######## reg_arbiter ########
### Gate families picked out, reg_arbiter

(6 px per um)
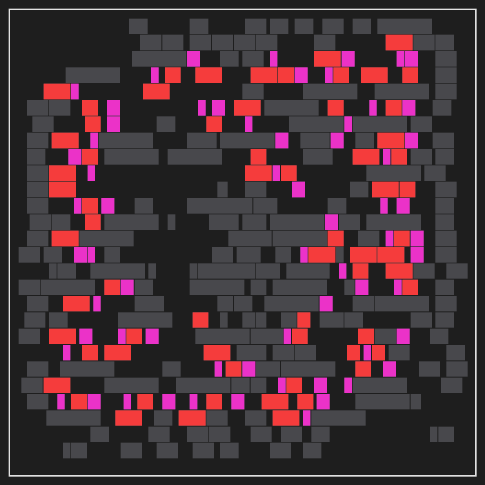

<file path="src/rtl/reg_arbiter.sv">
// reg_arbiter: two requesters share one WIDTH-bit register.
// Each rising edge writes at most one winner's data and pulses that
// requester's grant on the following cycle. Ties in IDLE go round-robin.
//
// Optional feature, enabled by defining REG_ARBITER_LOCK_EN:
// a requester that wins with its lock input high takes ownership (OWN0/OWN1).
// While it owns the register, the other requester stalls. Ownership ends
// when the lock input drops, or after MAX_LOCK consecutive grants.
// Without the macro, lock0/lock1 are ignored, the FSM stays IDLE and
// owner stays 00.
//
// Handshake: reqX is a level. The requester holds reqX and data_inX until
// it sees gntX. gntX is high for exactly one cycle after the edge that
// wrote data_inX. If reqX is still high while gntX is high, it counts as a
// new request.
//
// Ports:
//   clk, rst_n           clock, asynchronous active-low reset
//   req0/req1            write requests
//   data_in0/data_in1    write data (WIDTH)
//   lock0/lock1          ownership requests (used only with REG_ARBITER_LOCK_EN)
//   gnt0/gnt1            one-cycle write-done pulses
//   data_out             shared register contents (WIDTH)
//   owner                registered FSM state: 00 idle, 01 own0, 10 own1
module reg_arbiter #(
  parameter int WIDTH    = 32,
  parameter int MAX_LOCK = 8
) (
  input  logic             clk,
  input  logic             rst_n,
  input  logic             req0,
  input  logic             req1,
  input  logic [WIDTH-1:0] data_in0,
  input  logic [WIDTH-1:0] data_in1,
  input  logic             lock0,
  input  logic             lock1,
  output logic             gnt0,
  output logic             gnt1,
  output logic [WIDTH-1:0] data_out,
  output logic [1:0]       owner
);

  typedef enum logic [1:0] {
    IDLE = 2'b00,
    OWN0 = 2'b01,
    OWN1 = 2'b10
  } state_t;

  state_t state;
  logic   last_grant;  // 1 = requester 1 was granted last
  logic   win0;
  logic   win1;

  assign owner = state;

  // Only the owner is eligible while locked. In IDLE, a tie goes to the
  // requester that was not granted last.
  always_comb begin
    win0 = 1'b0;
    win1 = 1'b0;
    case (state)
      OWN0:    win0 = req0;
      OWN1:    win1 = req1;
      default: begin
        if (req0 && req1) begin
          win0 = last_grant;
          win1 = !last_grant;
        end else begin
          win0 = req0;
          win1 = req1;
        end
      end
    endcase
  end

`ifdef REG_ARBITER_LOCK_EN
  localparam int CW = $clog2(MAX_LOCK + 1);
  localparam logic [CW-1:0] LAST_CNT = CW'(MAX_LOCK - 1);

  // lock_cnt counts this owner's grants, including the grant that took
  // ownership. skipX makes X's next grant ignore lockX after a forced
  // release.
  logic [CW-1:0] lock_cnt;
  logic          skip0;
  logic          skip1;
`else
  logic unused_lock;
  assign unused_lock = lock0 ^ lock1;
  localparam int unused_max_lock = MAX_LOCK;
`endif

  always_ff @(posedge clk or negedge rst_n) begin
    if (!rst_n) begin
      state      <= IDLE;
      last_grant <= 1'b1;
      gnt0       <= 1'b0;
      gnt1       <= 1'b0;
      data_out   <= '0;
`ifdef REG_ARBITER_LOCK_EN
      lock_cnt   <= '0;
      skip0      <= 1'b0;
      skip1      <= 1'b0;
`endif
    end else begin
      gnt0 <= win0;
      gnt1 <= win1;
      if (win0) begin
        data_out   <= data_in0;
        last_grant <= 1'b0;
      end else if (win1) begin
        data_out   <= data_in1;
        last_grant <= 1'b1;
      end
`ifdef REG_ARBITER_LOCK_EN
      case (state)
        OWN0: begin
          if (!lock0) begin
            state    <= IDLE;
            lock_cnt <= '0;
          end else if (win0) begin
            if (lock_cnt >= LAST_CNT) begin
              state    <= IDLE;
              lock_cnt <= '0;
              skip0    <= 1'b1;
            end else begin
              lock_cnt <= lock_cnt + CW'(1);
            end
          end
        end
        OWN1: begin
          if (!lock1) begin
            state    <= IDLE;
            lock_cnt <= '0;
          end else if (win1) begin
            if (lock_cnt >= LAST_CNT) begin
              state    <= IDLE;
              lock_cnt <= '0;
              skip1    <= 1'b1;
            end else begin
              lock_cnt <= lock_cnt + CW'(1);
            end
          end
        end
        default: begin
          lock_cnt <= '0;
          if (win0) begin
            skip0 <= 1'b0;
            if (lock0 && !skip0) begin
              // With MAX_LOCK of 1, the entry grant already uses the budget.
              if (MAX_LOCK > 1) begin
                state    <= OWN0;
                lock_cnt <= CW'(1);
              end else begin
                skip0 <= 1'b1;
              end
            end
          end else if (win1) begin
            skip1 <= 1'b0;
            if (lock1 && !skip1) begin
              if (MAX_LOCK > 1) begin
                state    <= OWN1;
                lock_cnt <= CW'(1);
              end else begin
                skip1 <= 1'b1;
              end
            end
          end
        end
      endcase
`else
      state <= IDLE;
`endif
    end
  end

endmodule

</file>
<file path="config.mk">
export PLATFORM = sky130hd
export DESIGN_NAME = reg_arbiter
export DESIGN_NICKNAME = d
export VERILOG_FILES = /design/src/rtl/reg_arbiter.sv
export SDC_FILE = /design/constraint.sdc
export NUM_CORES = 1
export LEC_CHECK = 0
export CAP_MARGIN = 20
export CORE_UTILIZATION = 35
export DETAILED_ROUTE_END_ITERATION = 8
export GPL_TIMING_DRIVEN = 0
export PLACE_DENSITY = 0.73
export SYNTH_ARGS = -nofsm -noshare
export SYNTH_HDL_FRONTEND = slang
export SYNTH_SLANG_ARGS = --single-unit
</file>
<file path="constraint.sdc">
create_clock -name clk -period 1.2 [get_ports clk]
set_input_delay 0.12 -clock clk [delete_from_list [all_inputs] [get_ports clk]]
set_output_delay 0.12 -clock clk [all_outputs]
set_load 0.02 [all_outputs]
</file>
######## ui_input_controller ########
### src/rtl/ui_input_controller.sv
// ui_input_controller: front-panel button conditioning and UI selection state.
// Six raw buttons are synchronised, debounced and edge-detected; the four
// direction buttons also auto-repeat while held. A two-mode state machine
// (channel / cursor) updates working registers, which are copied to the
// outputs only on frameStart so the overlay never changes mid-frame.
// There is no handshake on this block: press events are single-cycle
// pulses that are consumed on the clock edge that ends the pulse cycle.
module ui_input_controller #(
    parameter int DEBOUNCE_CYCLES = 250000,
    parameter int REPEAT_DELAY    = 12500000,
    parameter int REPEAT_PERIOD   = 2500000,
    parameter int X_MAX           = 639,
    parameter int Y_MAX           = 479
) (
    input  logic       clock25MHz,
    input  logic       reset,
    input  logic       btnMode,
    input  logic       btnNext,
    input  logic       btnUp,
    input  logic       btnDown,
    input  logic       btnLeft,
    input  logic       btnRight,
    input  logic       frameStart,
    output logic       uiMode,
    output logic [1:0] selectedChannel,
    output logic       selectedCursorPair,
    output logic [9:0] cursorX1,
    output logic [9:0] cursorY1,
    output logic [9:0] cursorX2,
    output logic [9:0] cursorY2
);

    // Button bit positions: 0 mode, 1 next, 2 up, 3 down, 4 left, 5 right.
    localparam int DW = $clog2(DEBOUNCE_CYCLES + 1);
    localparam int HW = $clog2(REPEAT_DELAY + 1);

    // UI state machine encoding; uiMode is the registered image of this state.
    localparam logic MODE_CHANNEL = 1'b0;
    localparam logic MODE_CURSOR  = 1'b1;

    localparam logic [9:0] X1_RST = 10'd160;
    localparam logic [9:0] Y1_RST = 10'd120;
    localparam logic [9:0] X2_RST = 10'd480;
    localparam logic [9:0] Y2_RST = 10'd360;

    logic [5:0]    raw;
    logic [5:0]    sync1;
    logic [5:0]    sync2;
    logic [5:0]    deb;
    logic [5:0]    deb_d;
    logic [DW-1:0] dcnt [6];
    logic [HW-1:0] hold [4];
    logic [5:0]    press;
    logic [3:0]    rep;
    logic [5:0]    ev;

    logic       work_mode;
    logic [1:0] work_ch;
    logic       work_pair;
    logic [9:0] work_x1;
    logic [9:0] work_y1;
    logic [9:0] work_x2;
    logic [9:0] work_y2;

    logic       x_dec;
    logic       x_inc;
    logic       y_dec;
    logic       y_inc;
    logic [9:0] cur_x;
    logic [9:0] cur_y;
    logic [9:0] nxt_x;
    logic [9:0] nxt_y;

    assign raw = {btnRight, btnLeft, btnDown, btnUp, btnNext, btnMode};

    // Two-flop synchroniser for every raw button.
    always_ff @(posedge clock25MHz) begin
        if (reset) begin
            sync1 <= '0;
            sync2 <= '0;
        end else begin
            sync1 <= raw;
            sync2 <= sync1;
        end
    end

    // Debounce: the accepted level flips after DEBOUNCE_CYCLES consecutive
    // disagreeing samples; any agreeing sample restarts the count.
    always_ff @(posedge clock25MHz) begin
        if (reset) begin
            deb   <= '0;
            deb_d <= '0;
            for (int i = 0; i < 6; i++) dcnt[i] <= '0;
        end else begin
            deb_d <= deb;
            for (int i = 0; i < 6; i++) begin
                if (sync2[i] == deb[i]) begin
                    dcnt[i] <= '0;
                end else if (dcnt[i] == DW'(DEBOUNCE_CYCLES - 1)) begin
                    deb[i]  <= ~deb[i];
                    dcnt[i] <= '0;
                end else begin
                    dcnt[i] <= dcnt[i] + 1'b1;
                end
            end
        end
    end

    // Hold counters for the direction buttons. On reaching REPEAT_DELAY the
    // counter is pulled back so it reaches REPEAT_DELAY again every
    // REPEAT_PERIOD cycles, reusing one comparator for both repeat phases.
    always_ff @(posedge clock25MHz) begin
        if (reset) begin
            for (int i = 0; i < 4; i++) hold[i] <= '0;
        end else begin
            for (int i = 0; i < 4; i++) begin
                if (!deb[i+2]) begin
                    hold[i] <= '0;
                end else if (hold[i] == HW'(REPEAT_DELAY)) begin
                    hold[i] <= HW'(REPEAT_DELAY - REPEAT_PERIOD + 1);
                end else begin
                    hold[i] <= hold[i] + 1'b1;
                end
            end
        end
    end

    // Press and repeat pulses merged into one event vector.
    always_comb begin
        press = deb & ~deb_d;
        for (int i = 0; i < 4; i++) begin
            rep[i] = deb[i+2] && (hold[i] == HW'(REPEAT_DELAY));
        end
        ev = press | {rep, 2'b00};
    end

    // Saturating one-pixel step on the currently selected cursor pair.
    // Opposing directions in the same cycle cancel.
    always_comb begin
        y_dec = ev[2] & ~ev[3];
        y_inc = ev[3] & ~ev[2];
        x_dec = ev[4] & ~ev[5];
        x_inc = ev[5] & ~ev[4];
        cur_x = work_pair ? work_x2 : work_x1;
        cur_y = work_pair ? work_y2 : work_y1;
        nxt_x = cur_x;
        nxt_y = cur_y;
        if (x_dec && cur_x != 10'd0) begin
            nxt_x = cur_x - 10'd1;
        end else if (x_inc && cur_x < 10'(X_MAX)) begin
            nxt_x = cur_x + 10'd1;
        end
        if (y_dec && cur_y != 10'd0) begin
            nxt_y = cur_y - 10'd1;
        end else if (y_inc && cur_y < 10'(Y_MAX)) begin
            nxt_y = cur_y + 10'd1;
        end
    end

    // UI state machine and working registers. Mode wins and swallows every
    // other event of its cycle; movement uses the pair selected before Next.
    always_ff @(posedge clock25MHz) begin
        if (reset) begin
            work_mode <= MODE_CHANNEL;
            work_ch   <= 2'd0;
            work_pair <= 1'b0;
            work_x1   <= X1_RST;
            work_y1   <= Y1_RST;
            work_x2   <= X2_RST;
            work_y2   <= Y2_RST;
        end else if (ev[0]) begin
            work_mode <= (work_mode == MODE_CHANNEL) ? MODE_CURSOR : MODE_CHANNEL;
        end else begin
            if (work_mode == MODE_CURSOR) begin
                if (!work_pair) begin
                    work_x1 <= nxt_x;
                    work_y1 <= nxt_y;
                end else begin
                    work_x2 <= nxt_x;
                    work_y2 <= nxt_y;
                end
            end
            if (ev[1]) begin
                if (work_mode == MODE_CHANNEL) begin
                    work_ch <= work_ch + 2'd1;
                end else begin
                    work_pair <= ~work_pair;
                end
            end
        end
    end

    // Frame-synchronous output copy; an update landing on the same edge
    // shows up at the following frameStart.
    always_ff @(posedge clock25MHz) begin
        if (reset) begin
            uiMode             <= MODE_CHANNEL;
            selectedChannel    <= 2'd0;
            selectedCursorPair <= 1'b0;
            cursorX1           <= X1_RST;
            cursorY1           <= Y1_RST;
            cursorX2           <= X2_RST;
            cursorY2           <= Y2_RST;
        end else if (frameStart) begin
            uiMode             <= work_mode;
            selectedChannel    <= work_ch;
            selectedCursorPair <= work_pair;
            cursorX1           <= work_x1;
            cursorY1           <= work_y1;
            cursorX2           <= work_x2;
            cursorY2           <= work_y2;
        end
    end

endmodule

### config.mk
export PLATFORM = sky130hd
export DESIGN_NAME = ui_input_controller
export DESIGN_NICKNAME = d
export VERILOG_FILES = /design/src/rtl/ui_input_controller.sv
export SDC_FILE = /design/constraint.sdc
export NUM_CORES = 1
export LEC_CHECK = 0
export CAP_MARGIN = 5
export CORE_MARGIN = 8
export CORE_UTILIZATION = 41
export DETAILED_ROUTE_END_ITERATION = 8
export HOLD_SLACK_MARGIN = 0.02
export PLACE_DENSITY = 0.55
export SLEW_MARGIN = 20
export SYNTH_ARGS = -nofsm -noshare
export SYNTH_HDL_FRONTEND = slang
export SYNTH_SLANG_ARGS = --single-unit
### constraint.sdc
create_clock -name clock25MHz -period 6.3 [get_ports clock25MHz]
set_clock_uncertainty 0.2 [all_clocks]
set_input_delay 0.945 -clock clock25MHz [delete_from_list [all_inputs] [get_ports clock25MHz]]
set_output_delay 0.945 -clock clock25MHz [all_outputs]
set_load 0.02 [all_outputs]
######## blaster_multi ########
**src/rtl/blaster_multi.sv**
```systemverilog
// rtl/blaster_multi.sv - multi-channel igniter arm/charge/fire sequencer with PWM current regulation
module blaster_multi #(
    parameter int          NCH               = 2,
    parameter int          ADC_BITS          = 12,
    parameter int          ADC_CYCLES        = 16,
    parameter int          ISET_W            = 3,
    parameter int          MARGIN_SHIFT      = 3,
    parameter logic [21:0] DEBOUNCE          = 22'h00_0040,
    parameter logic [23:0] FIRE_TIMEOUT      = 24'h10_0000,
    parameter int          BURN_CONFIRM      = 4,
    parameter int          BURNOUT_VOLTAGE   = 800,
    parameter int          BURNOUT_CURRENT   = 12,
    parameter int          CAP_CURRENT_LIMIT = 3840,
    parameter int          CAP_VOLTAGE_LIMIT = 48,
    parameter int          BLINK_BIT         = 23
) (
    input  logic              clk,
    input  logic              reset,
    input  logic              arm_button,
    input  logic              fire_button,
    input  logic [NCH-1:0]    cont,
    input  logic              lt3420_done,
    input  logic [ISET_W-1:0] iset,
    input  logic [NCH-1:0]    ad_sdata_v,
    input  logic [NCH-1:0]    ad_sdata_i,
    input  logic [1:0]        ad_sdata_cap,
    output logic              ad_cs,
    output logic              lt3420_charge,
    output logic [NCH-1:0]    pwm,
    output logic              dump,
    output logic              arm_led,
    output logic              cont_led,
    output logic [NCH-1:0]    chan_fired,
    output logic [NCH-1:0]    chan_timeout,
    output logic              ocp_fault,
    output logic [2:0]        state_o
);
    localparam int CH_W  = (NCH > 1) ? $clog2(NCH) : 1;
    localparam int BC_W  = $clog2(BURN_CONFIRM + 1);
    localparam int DIV_W = $clog2(ADC_CYCLES);

    localparam logic [ADC_BITS-1:0] BURN_V  = ADC_BITS'(BURNOUT_VOLTAGE);
    localparam logic [ADC_BITS-1:0] BURN_I  = ADC_BITS'(BURNOUT_CURRENT);
    localparam logic [ADC_BITS-1:0] CAP_ILIM = ADC_BITS'(CAP_CURRENT_LIMIT);
    localparam logic [ADC_BITS-1:0] CAP_VMIN = ADC_BITS'(CAP_VOLTAGE_LIMIT);
    localparam logic [BC_W-1:0]     BURN_N  = BC_W'(BURN_CONFIRM);

    typedef enum logic [2:0] {
        S_IDLE      = 3'd0,
        S_CHARGE    = 3'd1,
        S_READY     = 3'd2,
        S_FIRE      = 3'd3,
        S_DISCHARGE = 3'd4,
        S_OCP       = 3'd5
    } state_t;

    state_t              state;
    logic [CH_W-1:0]     ch;
    logic [21:0]         debounce_cnt;
    logic [23:0]         fire_timer;
    logic [BC_W-1:0]     burn_cnt;
    logic                pwm_on;
    logic [DIV_W-1:0]    adc_div;
    logic                adc_valid;
    logic [ADC_BITS-1:0] sh_v, sh_i, sh_vcap, sh_icap;
    logic [ADC_BITS-1:0] vout_h, iout_h, vcap_h, icap_h;
    logic [BLINK_BIT:0]  blink_cnt;

    logic                in_fire, abort, ocp_trip, vcap_low;
    logic                burn_done, time_done, chan_end, last_ch, adv, burn_hit;
    logic                blink;
    logic [ADC_BITS:0]   target, margin, lower, upper;

    assign in_fire   = (state == S_FIRE);
    assign abort     = (debounce_cnt == 22'd0) && !fire_button;
    assign ocp_trip  = adc_valid && (icap_h >= CAP_ILIM);
    assign vcap_low  = adc_valid && (vcap_h < CAP_VMIN);
    assign burn_done = (burn_cnt == BURN_N);
    assign time_done = (fire_timer == FIRE_TIMEOUT - 24'd1);
    assign chan_end  = burn_done || time_done;
    assign last_ch   = (ch == CH_W'(NCH - 1));
    assign adv       = in_fire && !abort && !ocp_trip && !vcap_low && chan_end;
    assign burn_hit  = (vout_h >= BURN_V) && (iout_h <= BURN_I);

    // Regulation window: target in ADC codes (iset amps at 256 codes/amp) +/- a fractional margin.
    assign target = (ADC_BITS + 1)'(iset) << 8;
    assign margin = target >> MARGIN_SHIFT;
    assign lower  = target - margin;
    assign upper  = target + margin;

    always_ff @(posedge clk) begin
        if (reset) begin
            state        <= S_IDLE;
            ch           <= '0;
            debounce_cnt <= '0;
            fire_timer   <= '0;
            burn_cnt     <= '0;
            pwm_on       <= 1'b0;
            chan_fired   <= '0;
            chan_timeout <= '0;
            ocp_fault    <= 1'b0;
        end else begin
            case (state)
                S_IDLE: begin
                    if (arm_button) state <= S_CHARGE;
                end
                S_CHARGE: begin
                    if (!arm_button)      state <= S_IDLE;
                    else if (lt3420_done) state <= S_READY;
                end
                S_READY: begin
                    if (!arm_button) begin
                        state <= S_IDLE;
                    end else if (fire_button) begin
                        state        <= S_FIRE;
                        ch           <= '0;
                        debounce_cnt <= DEBOUNCE;
                        fire_timer   <= '0;
                        burn_cnt     <= '0;
                        pwm_on       <= 1'b0;
                    end
                end
                S_FIRE: begin
                    if (debounce_cnt != 22'd0) debounce_cnt <= debounce_cnt - 22'd1;
                    fire_timer <= fire_timer + 24'd1;
                    if (adc_valid) begin
                        if (!burn_hit)       burn_cnt <= '0;
                        else if (!burn_done) burn_cnt <= burn_cnt + 1'b1;
                        if (iset == '0)                                  pwm_on <= 1'b0;
                        else if (!pwm_on && ({1'b0, iout_h} <= lower)) pwm_on <= 1'b1;
                        else if (pwm_on && ({1'b0, iout_h} >= upper))  pwm_on <= 1'b0;
                    end
                    if (abort) begin
                        state  <= S_DISCHARGE;
                        pwm_on <= 1'b0;
                    end else if (ocp_trip) begin
                        state     <= S_OCP;
                        ocp_fault <= 1'b1;
                        pwm_on    <= 1'b0;
                    end else if (vcap_low) begin
                        state  <= S_DISCHARGE;
                        pwm_on <= 1'b0;
                    end else if (chan_end) begin
                        if (burn_done) chan_fired[ch]   <= 1'b1;
                        if (time_done) chan_timeout[ch] <= 1'b1;
                        pwm_on <= 1'b0;
                        if (last_ch) begin
                            state <= S_DISCHARGE;
                        end else begin
                            ch         <= ch + 1'b1;
                            fire_timer <= '0;
                            burn_cnt   <= '0;
                        end
                    end
                end
                S_DISCHARGE: state <= S_DISCHARGE;
                S_OCP:       state <= S_OCP;
                default:     state <= S_IDLE;
            endcase
        end
    end

    // ADC frame: strobe at div 0, MSB-first bits at div 2..ADC_BITS+1, hold at ADC_BITS+2.
    always_ff @(posedge clk) begin
        if (reset) begin
            adc_div   <= '0;
            adc_valid <= 1'b0;
            sh_v      <= '0;
            sh_i      <= '0;
            sh_vcap   <= '0;
            sh_icap   <= '0;
            vout_h    <= '0;
            iout_h    <= '0;
            vcap_h    <= '0;
            icap_h    <= '0;
        end else if (!in_fire || adv) begin
            adc_div   <= '0;
            adc_valid <= 1'b0;
        end else begin
            adc_div   <= (adc_div == DIV_W'(ADC_CYCLES - 1)) ? '0 : adc_div + 1'b1;
            adc_valid <= (adc_div == DIV_W'(ADC_BITS + 2));
            if (adc_div >= DIV_W'(2) && adc_div <= DIV_W'(ADC_BITS + 1)) begin
                sh_v    <= {sh_v[ADC_BITS-2:0], ad_sdata_v[ch]};
                sh_i    <= {sh_i[ADC_BITS-2:0], ad_sdata_i[ch]};
                sh_vcap <= {sh_vcap[ADC_BITS-2:0], ad_sdata_cap[1]};
                sh_icap <= {sh_icap[ADC_BITS-2:0], ad_sdata_cap[0]};
            end
            if (adc_div == DIV_W'(ADC_BITS + 2)) begin
                vout_h <= sh_v;
                iout_h <= sh_i;
                vcap_h <= sh_vcap;
                icap_h <= sh_icap;
            end
        end
    end

    always_ff @(posedge clk) begin
        if (reset) blink_cnt <= '0;
        else       blink_cnt <= blink_cnt + 1'b1;
    end

    assign blink         = blink_cnt[BLINK_BIT];
    assign ad_cs         = in_fire && (adc_div == '0);
    assign pwm           = (in_fire && pwm_on) ? (NCH'(1) << ch) : '0;
    assign lt3420_charge = (state == S_CHARGE) || (state == S_READY);
    assign dump          = (state == S_DISCHARGE) || (state == S_OCP);
    assign cont_led      = (|cont) ? blink : 1'b1;
    assign state_o       = state;

    always_comb begin
        arm_led = 1'b0;
        case (state)
            S_READY, S_FIRE:  arm_led = 1'b1;
            S_CHARGE, S_OCP:  arm_led = blink;
            default:          arm_led = 1'b0;
        endcase
    end
endmodule

```
**config.mk**
```make
export PLATFORM = sky130hd
export DESIGN_NAME = blaster_multi
export DESIGN_NICKNAME = d
export VERILOG_FILES = /design/src/rtl/blaster_multi.sv
export SDC_FILE = /design/constraint.sdc
export NUM_CORES = 1
export LEC_CHECK = 0
export CAP_MARGIN = 25
export CORE_MARGIN = 5
export CORE_UTILIZATION = 50
export DETAILED_ROUTE_END_ITERATION = 6
export HOLD_SLACK_MARGIN = 0.06
export MAX_ROUTING_LAYER = met4
export PLACE_DENSITY = 0.68
export RECOVER_POWER = 50
export SYNTH_ARGS = -nofsm -noshare
export SYNTH_HDL_FRONTEND = slang
export SYNTH_SLANG_ARGS = --single-unit
```
**constraint.sdc**
```tcl
create_clock -name clk -period 5.5 [get_ports clk]
set_input_delay 1.375 -clock clk [delete_from_list [all_inputs] [get_ports clk]]
set_output_delay 1.375 -clock clk [all_outputs]
set_load 0.02 [all_outputs]
```
######## perf_run_ctrl ########
==> src/rtl/perf_run_ctrl.sv <==
// perf_run_ctrl: sequences one performance-measurement run.
// It counts cycles and retired instructions, runs a cycle watchdog, and
// returns results through a registered req/ack readout port.
//
// Readout handshake: rd_req is sampled on every rising edge in any state.
// One cycle later, rd_ack pulses high and rd_data carries the selected value
// as it stood at the request edge (before that edge's update). Back-to-back
// requests give back-to-back acks. Without a request, rd_ack is low and
// rd_data keeps its last value.
module perf_run_ctrl #(
    parameter int          CW      = 16,
    parameter int          IW      = 16,
    parameter int unsigned TIMEOUT = 300,
    parameter int          DRAIN   = 2
) (
    input  logic          clk,
    input  logic          rst_n,
    input  logic          start,
    input  logic          W_v,
    input  logic          isHalt,
    input  logic          rd_req,
    input  logic [1:0]    rd_sel,
    output logic          rd_ack,
    output logic [31:0]   rd_data,
    output logic [CW-1:0] cycle,
    output logic          running,
    output logic          done,
    output logic          timeout
);

    localparam logic [1:0] S_IDLE  = 2'd0;
    localparam logic [1:0] S_RUN   = 2'd1;
    localparam logic [1:0] S_DRAIN = 2'd2;
    localparam logic [1:0] S_DONE  = 2'd3;

    localparam int             DCW        = (DRAIN < 2) ? 1 : $clog2(DRAIN + 1);
    localparam logic [DCW-1:0] DRAIN_INIT = DCW'(DRAIN);
    localparam bit             WD_EN      = (TIMEOUT != 0);
    localparam logic [63:0]    WD_LAST    = 64'(TIMEOUT) - 64'd1;

    logic [1:0]     state_q, state_d;
    logic [CW-1:0]  cycle_q, cycle_d;
    logic [IW-1:0]  instrs_q, instrs_d;
    logic [CW-1:0]  snap_q, snap_d;
    logic [DCW-1:0] drain_q, drain_d;
    logic           tout_q, tout_d;
    logic           ovf_q, ovf_d;
    logic           rd_ack_q;
    logic [31:0]    rd_data_q;
    logic [31:0]    rd_mux;
    logic [4:0]     status;
    logic           wd_hit;
    logic           cycle_sat;
    logic           instrs_sat;

    // The watchdog fires on the last allowed RUN cycle. The cycle counter
    // still advances on that edge, so it reads TIMEOUT afterwards.
    assign wd_hit     = WD_EN && (64'(cycle_q) == WD_LAST);
    assign cycle_sat  = &cycle_q;
    assign instrs_sat = &instrs_q;

    // Status word: bits 1:0 state, bit 2 done, bit 3 timeout, bit 4 ovf.
    assign status = {ovf_q, tout_q, done, state_q};

    // State register
    always_ff @(posedge clk or negedge rst_n) begin
        if (!rst_n) begin
            state_q <= S_IDLE;
        end else begin
            state_q <= state_d;
        end
    end

    // Next-state logic. In RUN, halt takes priority over the watchdog.
    always_comb begin
        state_d = state_q;
        case (state_q)
            S_IDLE, S_DONE: if (start) state_d = S_RUN;
            S_RUN: begin
                if (isHalt)      state_d = S_DRAIN;
                else if (wd_hit) state_d = S_DONE;
            end
            S_DRAIN: if (drain_q <= DCW'(1)) state_d = S_DONE;
            default: state_d = S_IDLE;
        endcase
    end

    // State-derived outputs
    always_comb begin
        running = (state_q == S_RUN) || (state_q == S_DRAIN);
        done    = (state_q == S_DONE);
        timeout = tout_q;
        cycle   = cycle_q;
        rd_ack  = rd_ack_q;
        rd_data = rd_data_q;
    end

    // Counter, snapshot and flag updates. Counters saturate, and ovf latches.
    always_comb begin
        cycle_d  = cycle_q;
        instrs_d = instrs_q;
        snap_d   = snap_q;
        drain_d  = drain_q;
        tout_d   = tout_q;
        ovf_d    = ovf_q;
        case (state_q)
            S_IDLE, S_DONE: begin
                if (start) begin
                    cycle_d  = '0;
                    instrs_d = '0;
                    snap_d   = '0;
                    tout_d   = 1'b0;
                    ovf_d    = 1'b0;
                end
            end
            S_RUN: begin
                if (cycle_sat) ovf_d = 1'b1;
                else           cycle_d = cycle_q + CW'(1);
                if (W_v) begin
                    if (instrs_sat) ovf_d = 1'b1;
                    else            instrs_d = instrs_q + IW'(1);
                end
                if (isHalt) begin
                    snap_d  = cycle_q;
                    drain_d = DRAIN_INIT;
                end else if (wd_hit) begin
                    snap_d = cycle_q;
                    tout_d = 1'b1;
                end
            end
            S_DRAIN: begin
                if (W_v) begin
                    if (instrs_sat) ovf_d = 1'b1;
                    else            instrs_d = instrs_q + IW'(1);
                end
                if (drain_q != '0) drain_d = drain_q - DCW'(1);
            end
            default: ;
        endcase
    end

    // Datapath registers
    always_ff @(posedge clk or negedge rst_n) begin
        if (!rst_n) begin
            cycle_q  <= '0;
            instrs_q <= '0;
            snap_q   <= '0;
            drain_q  <= '0;
            tout_q   <= 1'b0;
            ovf_q    <= 1'b0;
        end else begin
            cycle_q  <= cycle_d;
            instrs_q <= instrs_d;
            snap_q   <= snap_d;
            drain_q  <= drain_d;
            tout_q   <= tout_d;
            ovf_q    <= ovf_d;
        end
    end

    // Readout select, zero-extended to 32 bits
    always_comb begin
        rd_mux = '0;
        case (rd_sel)
            2'd0:    rd_mux[CW-1:0] = cycle_q;
            2'd1:    rd_mux[IW-1:0] = instrs_q;
            2'd2:    rd_mux[4:0]    = status;
            default: rd_mux[CW-1:0] = snap_q;
        endcase
    end

    // Readout register: captures pre-update values at the request edge
    always_ff @(posedge clk or negedge rst_n) begin
        if (!rst_n) begin
            rd_ack_q  <= 1'b0;
            rd_data_q <= '0;
        end else begin
            rd_ack_q <= rd_req;
            if (rd_req) rd_data_q <= rd_mux;
        end
    end

endmodule

==> config.mk <==
export PLATFORM = sky130hd
export DESIGN_NAME = perf_run_ctrl
export DESIGN_NICKNAME = d
export VERILOG_FILES = /design/src/rtl/perf_run_ctrl.sv
export SDC_FILE = /design/constraint.sdc
export NUM_CORES = 1
export LEC_CHECK = 0
export CORE_ASPECT_RATIO = 0.5
export CORE_MARGIN = 3
export CORE_UTILIZATION = 45
export CTS_CLUSTER_DIAMETER = 50
export DETAILED_ROUTE_END_ITERATION = 12
export HOLD_SLACK_MARGIN = 0.12
export PLACE_DENSITY = 0.68
export SLEW_MARGIN = 20
export SYNTH_ARGS = -nofsm -noshare
export SYNTH_HDL_FRONTEND = slang
export SYNTH_SLANG_ARGS = --single-unit
==> constraint.sdc <==
create_clock -name clk -period 4.8 [get_ports clk]
set_clock_uncertainty 0.05 [all_clocks]
set_input_delay 1.44 -clock clk [delete_from_list [all_inputs] [get_ports clk]]
set_output_delay 1.44 -clock clk [all_outputs]
set_load 0.02 [all_outputs]
### M2 wires, blaster_multi

(2 px per um)
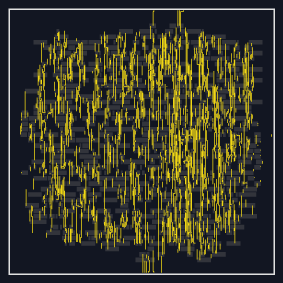
longest straight run: 39.4 um
nets with wire on the layer: 732
main direction: vertical
wire length on this layer: 6470 um

==> notes.md, blaster_multi <==
run metrics: Diodes inserted=0, max-capacitance violation count=1, H-tree levels=4, max-slew violation count=roughly 97, internal power consumption=between 2 and 2.5 mW, routed via count divided by cell count=~5.3, sequential power=between 1 and 1.5 mW, Peak supply drop=between 0.2 and 0.25 mV, Placement Rows=approximately 44, syn_area_per_cell=about 8.5 um2, die span in x=roughly 130 um, Fmax achieved=around 0.23 GHz, final critical path time including I/O delays and setup=4.26 ns, met2 track demand over resource in global routing=about a quarter, Overflow after GRT=0, result of the run=finished with violations, violations in the final reports=capacitance limit, slew limit
[blaster_multi: worst max-delay path, cell delays in order]
cell and delay, ns:
buf_4 0.22, buf_4 0.21, dlymetal6s2s_1 2.38, nor4_1 0.20
[blaster_multi: cells by family (layout without fill, tap and decap cells)]
logic type                 after synthesis  after routing
AOI/OAI and AO/OA                      130            130
xor gates and xnor gates                56             56
DFF                                    167            167
buffers and inverters                   66             94
adders and majority gates               25             25
muxes                                   35             35
and+or+nand+nor                        388            388
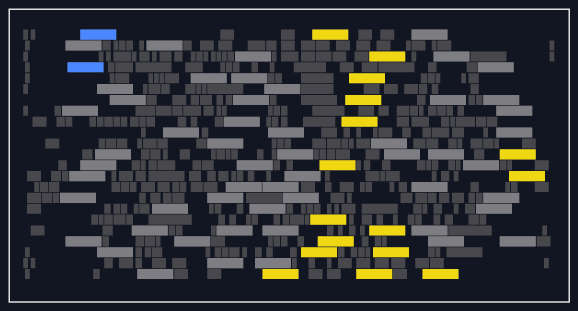
*Sequential cells coloured by netlist name, perf_run_ctrl*
(4 px per um)
legend:
  blue:
    name_in_the_netlist: drain_q
    sequential_cells: 2
  yellow:
    name_in_the_netlist: rd_data
    sequential_cells: 16
not coloured: 53

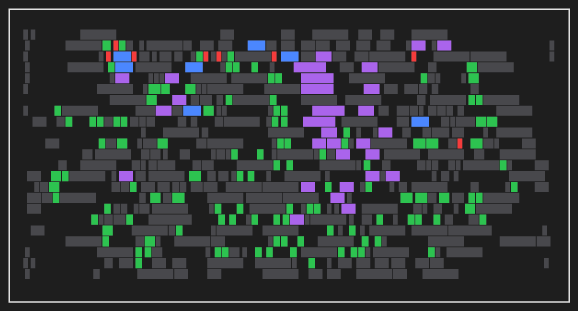
*Gate families picked out, perf_run_ctrl*
(4 px per um)
legend:
  purple:
    family: mux cells
    cells: 30
  blue:
    family: fa/ha/maj cells
    cells: 7
  red:
    family: inv cells
    cells: 8
  green:
    family: aoi and oai cells
    cells: 112

==> notes.md, perf_run_ctrl <==
run metrics: commonest cells after routing, fill and taps aside=71 x dfrtp_1, 48 x nand2_1, 45 x o21ai_0, most popular library cell in the synthesized design by count=dfrtp_1, gate family responsible for the most delay along the worst path=buffers and inverters, final clock period utilization by the worst path=around 74%, top routing layer in use=met4, result of the run=finished, final reports clean, die footprint=about 10000 um2, routed via count divided by cell count=around 5.7, number of library cell types mapped by synthesis=49, worst setup path endpoint=running, area of the placeable core=between 8000 and 9000 um2, number of input and output port buffers inserted=between 40 and 50, placer's final routability congestion estimate=0.860, synthesized area=about 4000 um2, H-tree levels=3
[perf_run_ctrl: area by class of cell]
type                    count  area, um2
flip-flops and latches     71       1780
inverters                   8       30.0
well taps                 112        140
clock buffers              11        253
repair buffers             49        470
multi-input cells         331       2040
clock inverters             5       80.1
fillers                   747       3530
[perf_run_ctrl: sequential cells by signal (all words and copies together), names as in the netlist]
register,cells
instrs_q,16
rd_ack,1
drain_q,2
state_q,2
rd_data,16
timeout,1
snap_q,16
ovf_q,1
cycle,16
[perf_run_ctrl: where the power goes]
part | switching, mW | internal, mW
sequential | 0.0775 | 0.666
combinational | 0.432 | 0.266
clock | 0.254 | 0.482
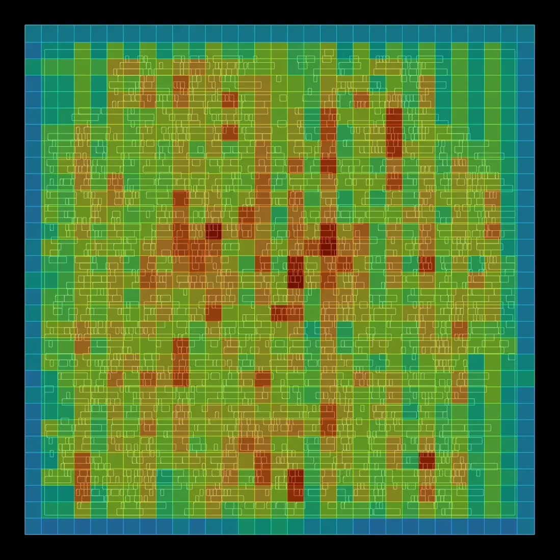
*Routing congestion map, ui_input_controller*
layer with the highest usage: met2
wire length per cell: 13.8 um
met1 usage: 17.9%
overall global routing resource usage: 14.1%
met3 global-route usage: 2.52%

==> notes.md, ui_input_controller <==
run metrics: Synth Area in Simple Gates=between 20% and 30%, via count of the first global-routing pass=between 10000 and 15000, post-synthesis chip area from yosys=roughly 16000 um2, buffer share of cell area=2.84%, leakage power of the design=about 6.8 nW, power drawn by the combinational cells=approximately 0.15 mW, H-tree levels=2, number of vias after detailed routing=between 10000 and 15000, fraction of standard cell area in multi-input logic=a little over two fifths, core utilization of the finished layout=just under 50%, buffers plus inverters on the worst setup path=1, Cells after Synth=1594, result of the run=finished, final reports clean, clock-pin slew reported for the worst setup and hold paths after clock tree synthesis=0.06 ns, sequential share of power=approximately 50%, Diodes inserted=0, Largest register FFs=108, wire length on met2=between 15000 and 20000 um
[ui_input_controller: metrics by stage]
stage	setup slack, ns	hold WS [ns]	area (um2)	instances
after global routing	2.05	0.246	19100	2382
after CTS	2.30	0.238	19100	2382
after detailed placement	2.32	0.224	17800	2313
after global placement	2.51	0.219	17800	2313
final	2.31	0.229	19100	2382
after floorplan	2.81	0.214	16900	1797
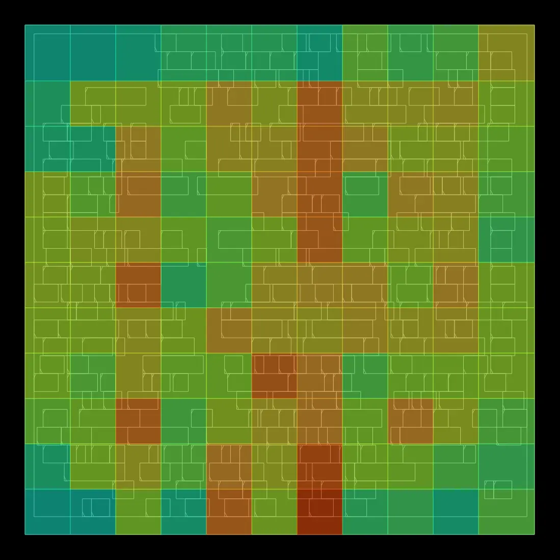
*Routing congestion map, reg_arbiter*
core utilization of the finished layout: 58.8%
met3 global-route usage: 4.82%
overall global routing resource usage: 19.3%
layer with the highest usage: met2

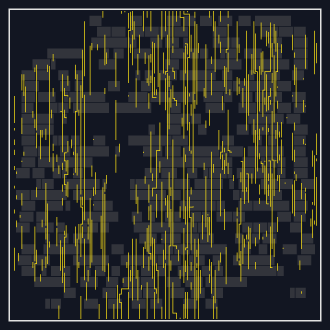
*M2 wires, reg_arbiter*
(4 px per um)
share of all routed wire: 46%
nets with wire on the layer: 309
longest straight run: 31.3 um

About 'Gate families picked out' of reg_arbiter:
legend:
  red:
    family: aoi and oai cells
    cells: 65
    where: spread over the die
  magenta:
    family: nor cells
    cells: 64
    where: spread over the die
Layout Cells excl Fill: 374
fraction of standard cell area in multi-input logic: 30.3%
most common cell after layout, fill and taps aside: clkdlybuf4s50_1

==> notes.md, reg_arbiter <==
run metrics: share of layout cells above drive strength 1=slightly below 20%, result of the run=finished, final reports clean, number of synthesized flops with an enable pin=0, aoi/oai-family share of the synthesized area=roughly a third, die span in x=~78 um, CTS Buffer Depth=2, later-pin clock latency in the skew report=0.29 ns, gate family responsible for the most delay along the worst path=flip-flops, number of DRC markers after the initial detailed-route iteration=between 70 and 80, cell area after placement=around 3000 um2, Comb power frac=33.5%, sequential-to-total area share from yosys stat=between 40% and 50%, number of logged tool warnings=30, Synth Area in Adders=0%, Worst EP arrival=around 1.4 ns, crit start category=flop, die footprint=between 6000 and 7000 um2, maximum fanout along the worst path=10, total setup violations reported at the end of the flow=0, Synth Area in Simple Gates=between 15 and 20%, cells along the critical path=a21bo_1 -> buf_6 -> buf_8 -> o22ai_2 -> nor2_1
==> reg_arbiter: sequential cells by signal, indices dropped and copies added, names as in the netlist <==
| signal | cells |
|---|---|
| gnt0 | 1 |
| data_out | 32 |
| last_grant | 1 |
| gnt1 | 1 |
==> reg_arbiter: area by class of cell <==
cell class / instances / area (um2) / area share [%]
inverters: 2 / 7.51 / 0.232
multi-input cells: 134 / 981 / 30.3
clock inverters: 2 / 35.0 / 1.08
plain buffers: 20 / 185 / 5.72
repair buffers: 103 / 977 / 30.2
well taps: 72 / 90.1 / 2.78
flip-flops and latches: 35 / 877 / 27.1
clock buffers: 6 / 82.6 / 2.55


==> layout pictures side by side <==
Layout detail.
image #1
Window x 46 to 86, y 72 to 112 um. Cells in grey, sequential cells in the stronger grey; small squares are vias.
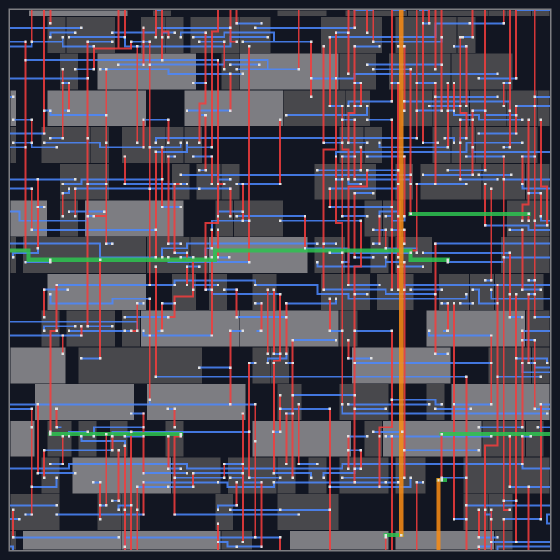
image #2
Window x 50 to 90, y 31 to 71 um. Cells in grey, sequential cells in the stronger grey; small squares are vias.
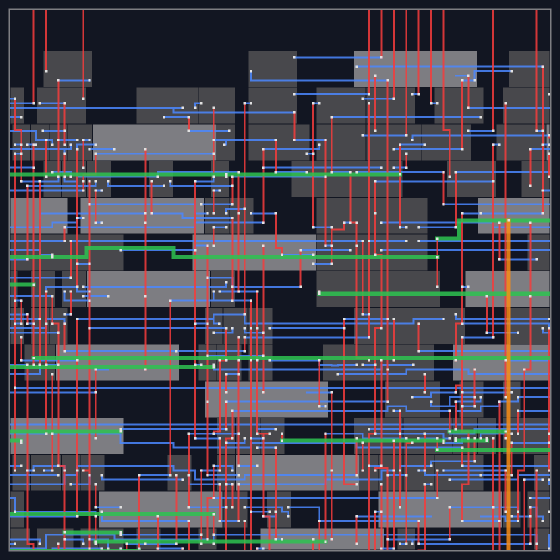
image #3
Window x 19 to 59, y 34 to 74 um. Cells in grey, sequential cells in the stronger grey; small squares are vias.
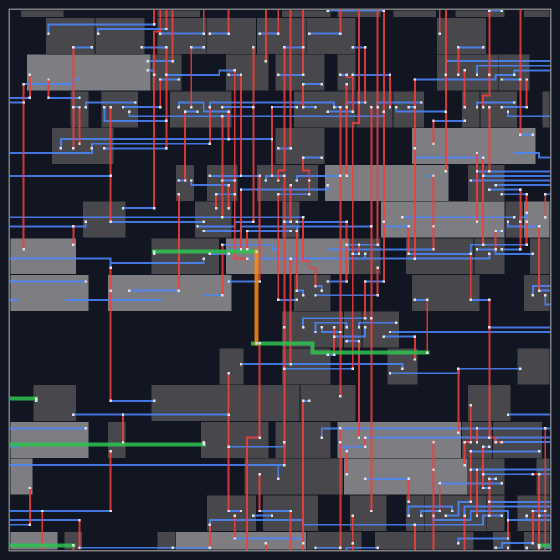
image #4
Window x 87 to 127, y 130 to 170 um. Cells in grey, sequential cells in the stronger grey; small squares are vias.
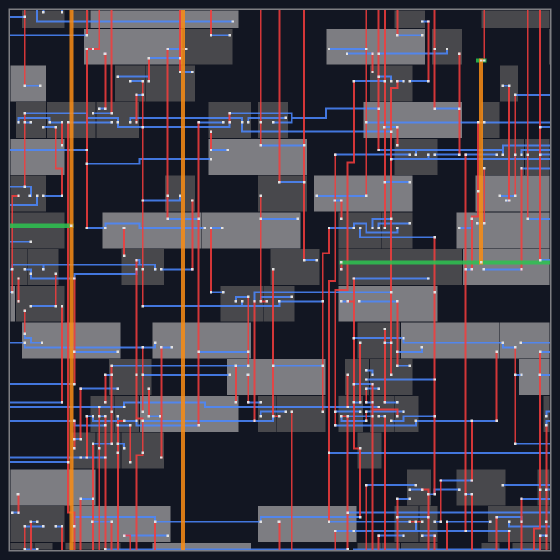
- image #3 = reg_arbiter
- image #4 = ui_input_controller
- image #2 = perf_run_ctrl
- image #1 = blaster_multi

No activity file was given, so power comes from the tool's default toggle rates.
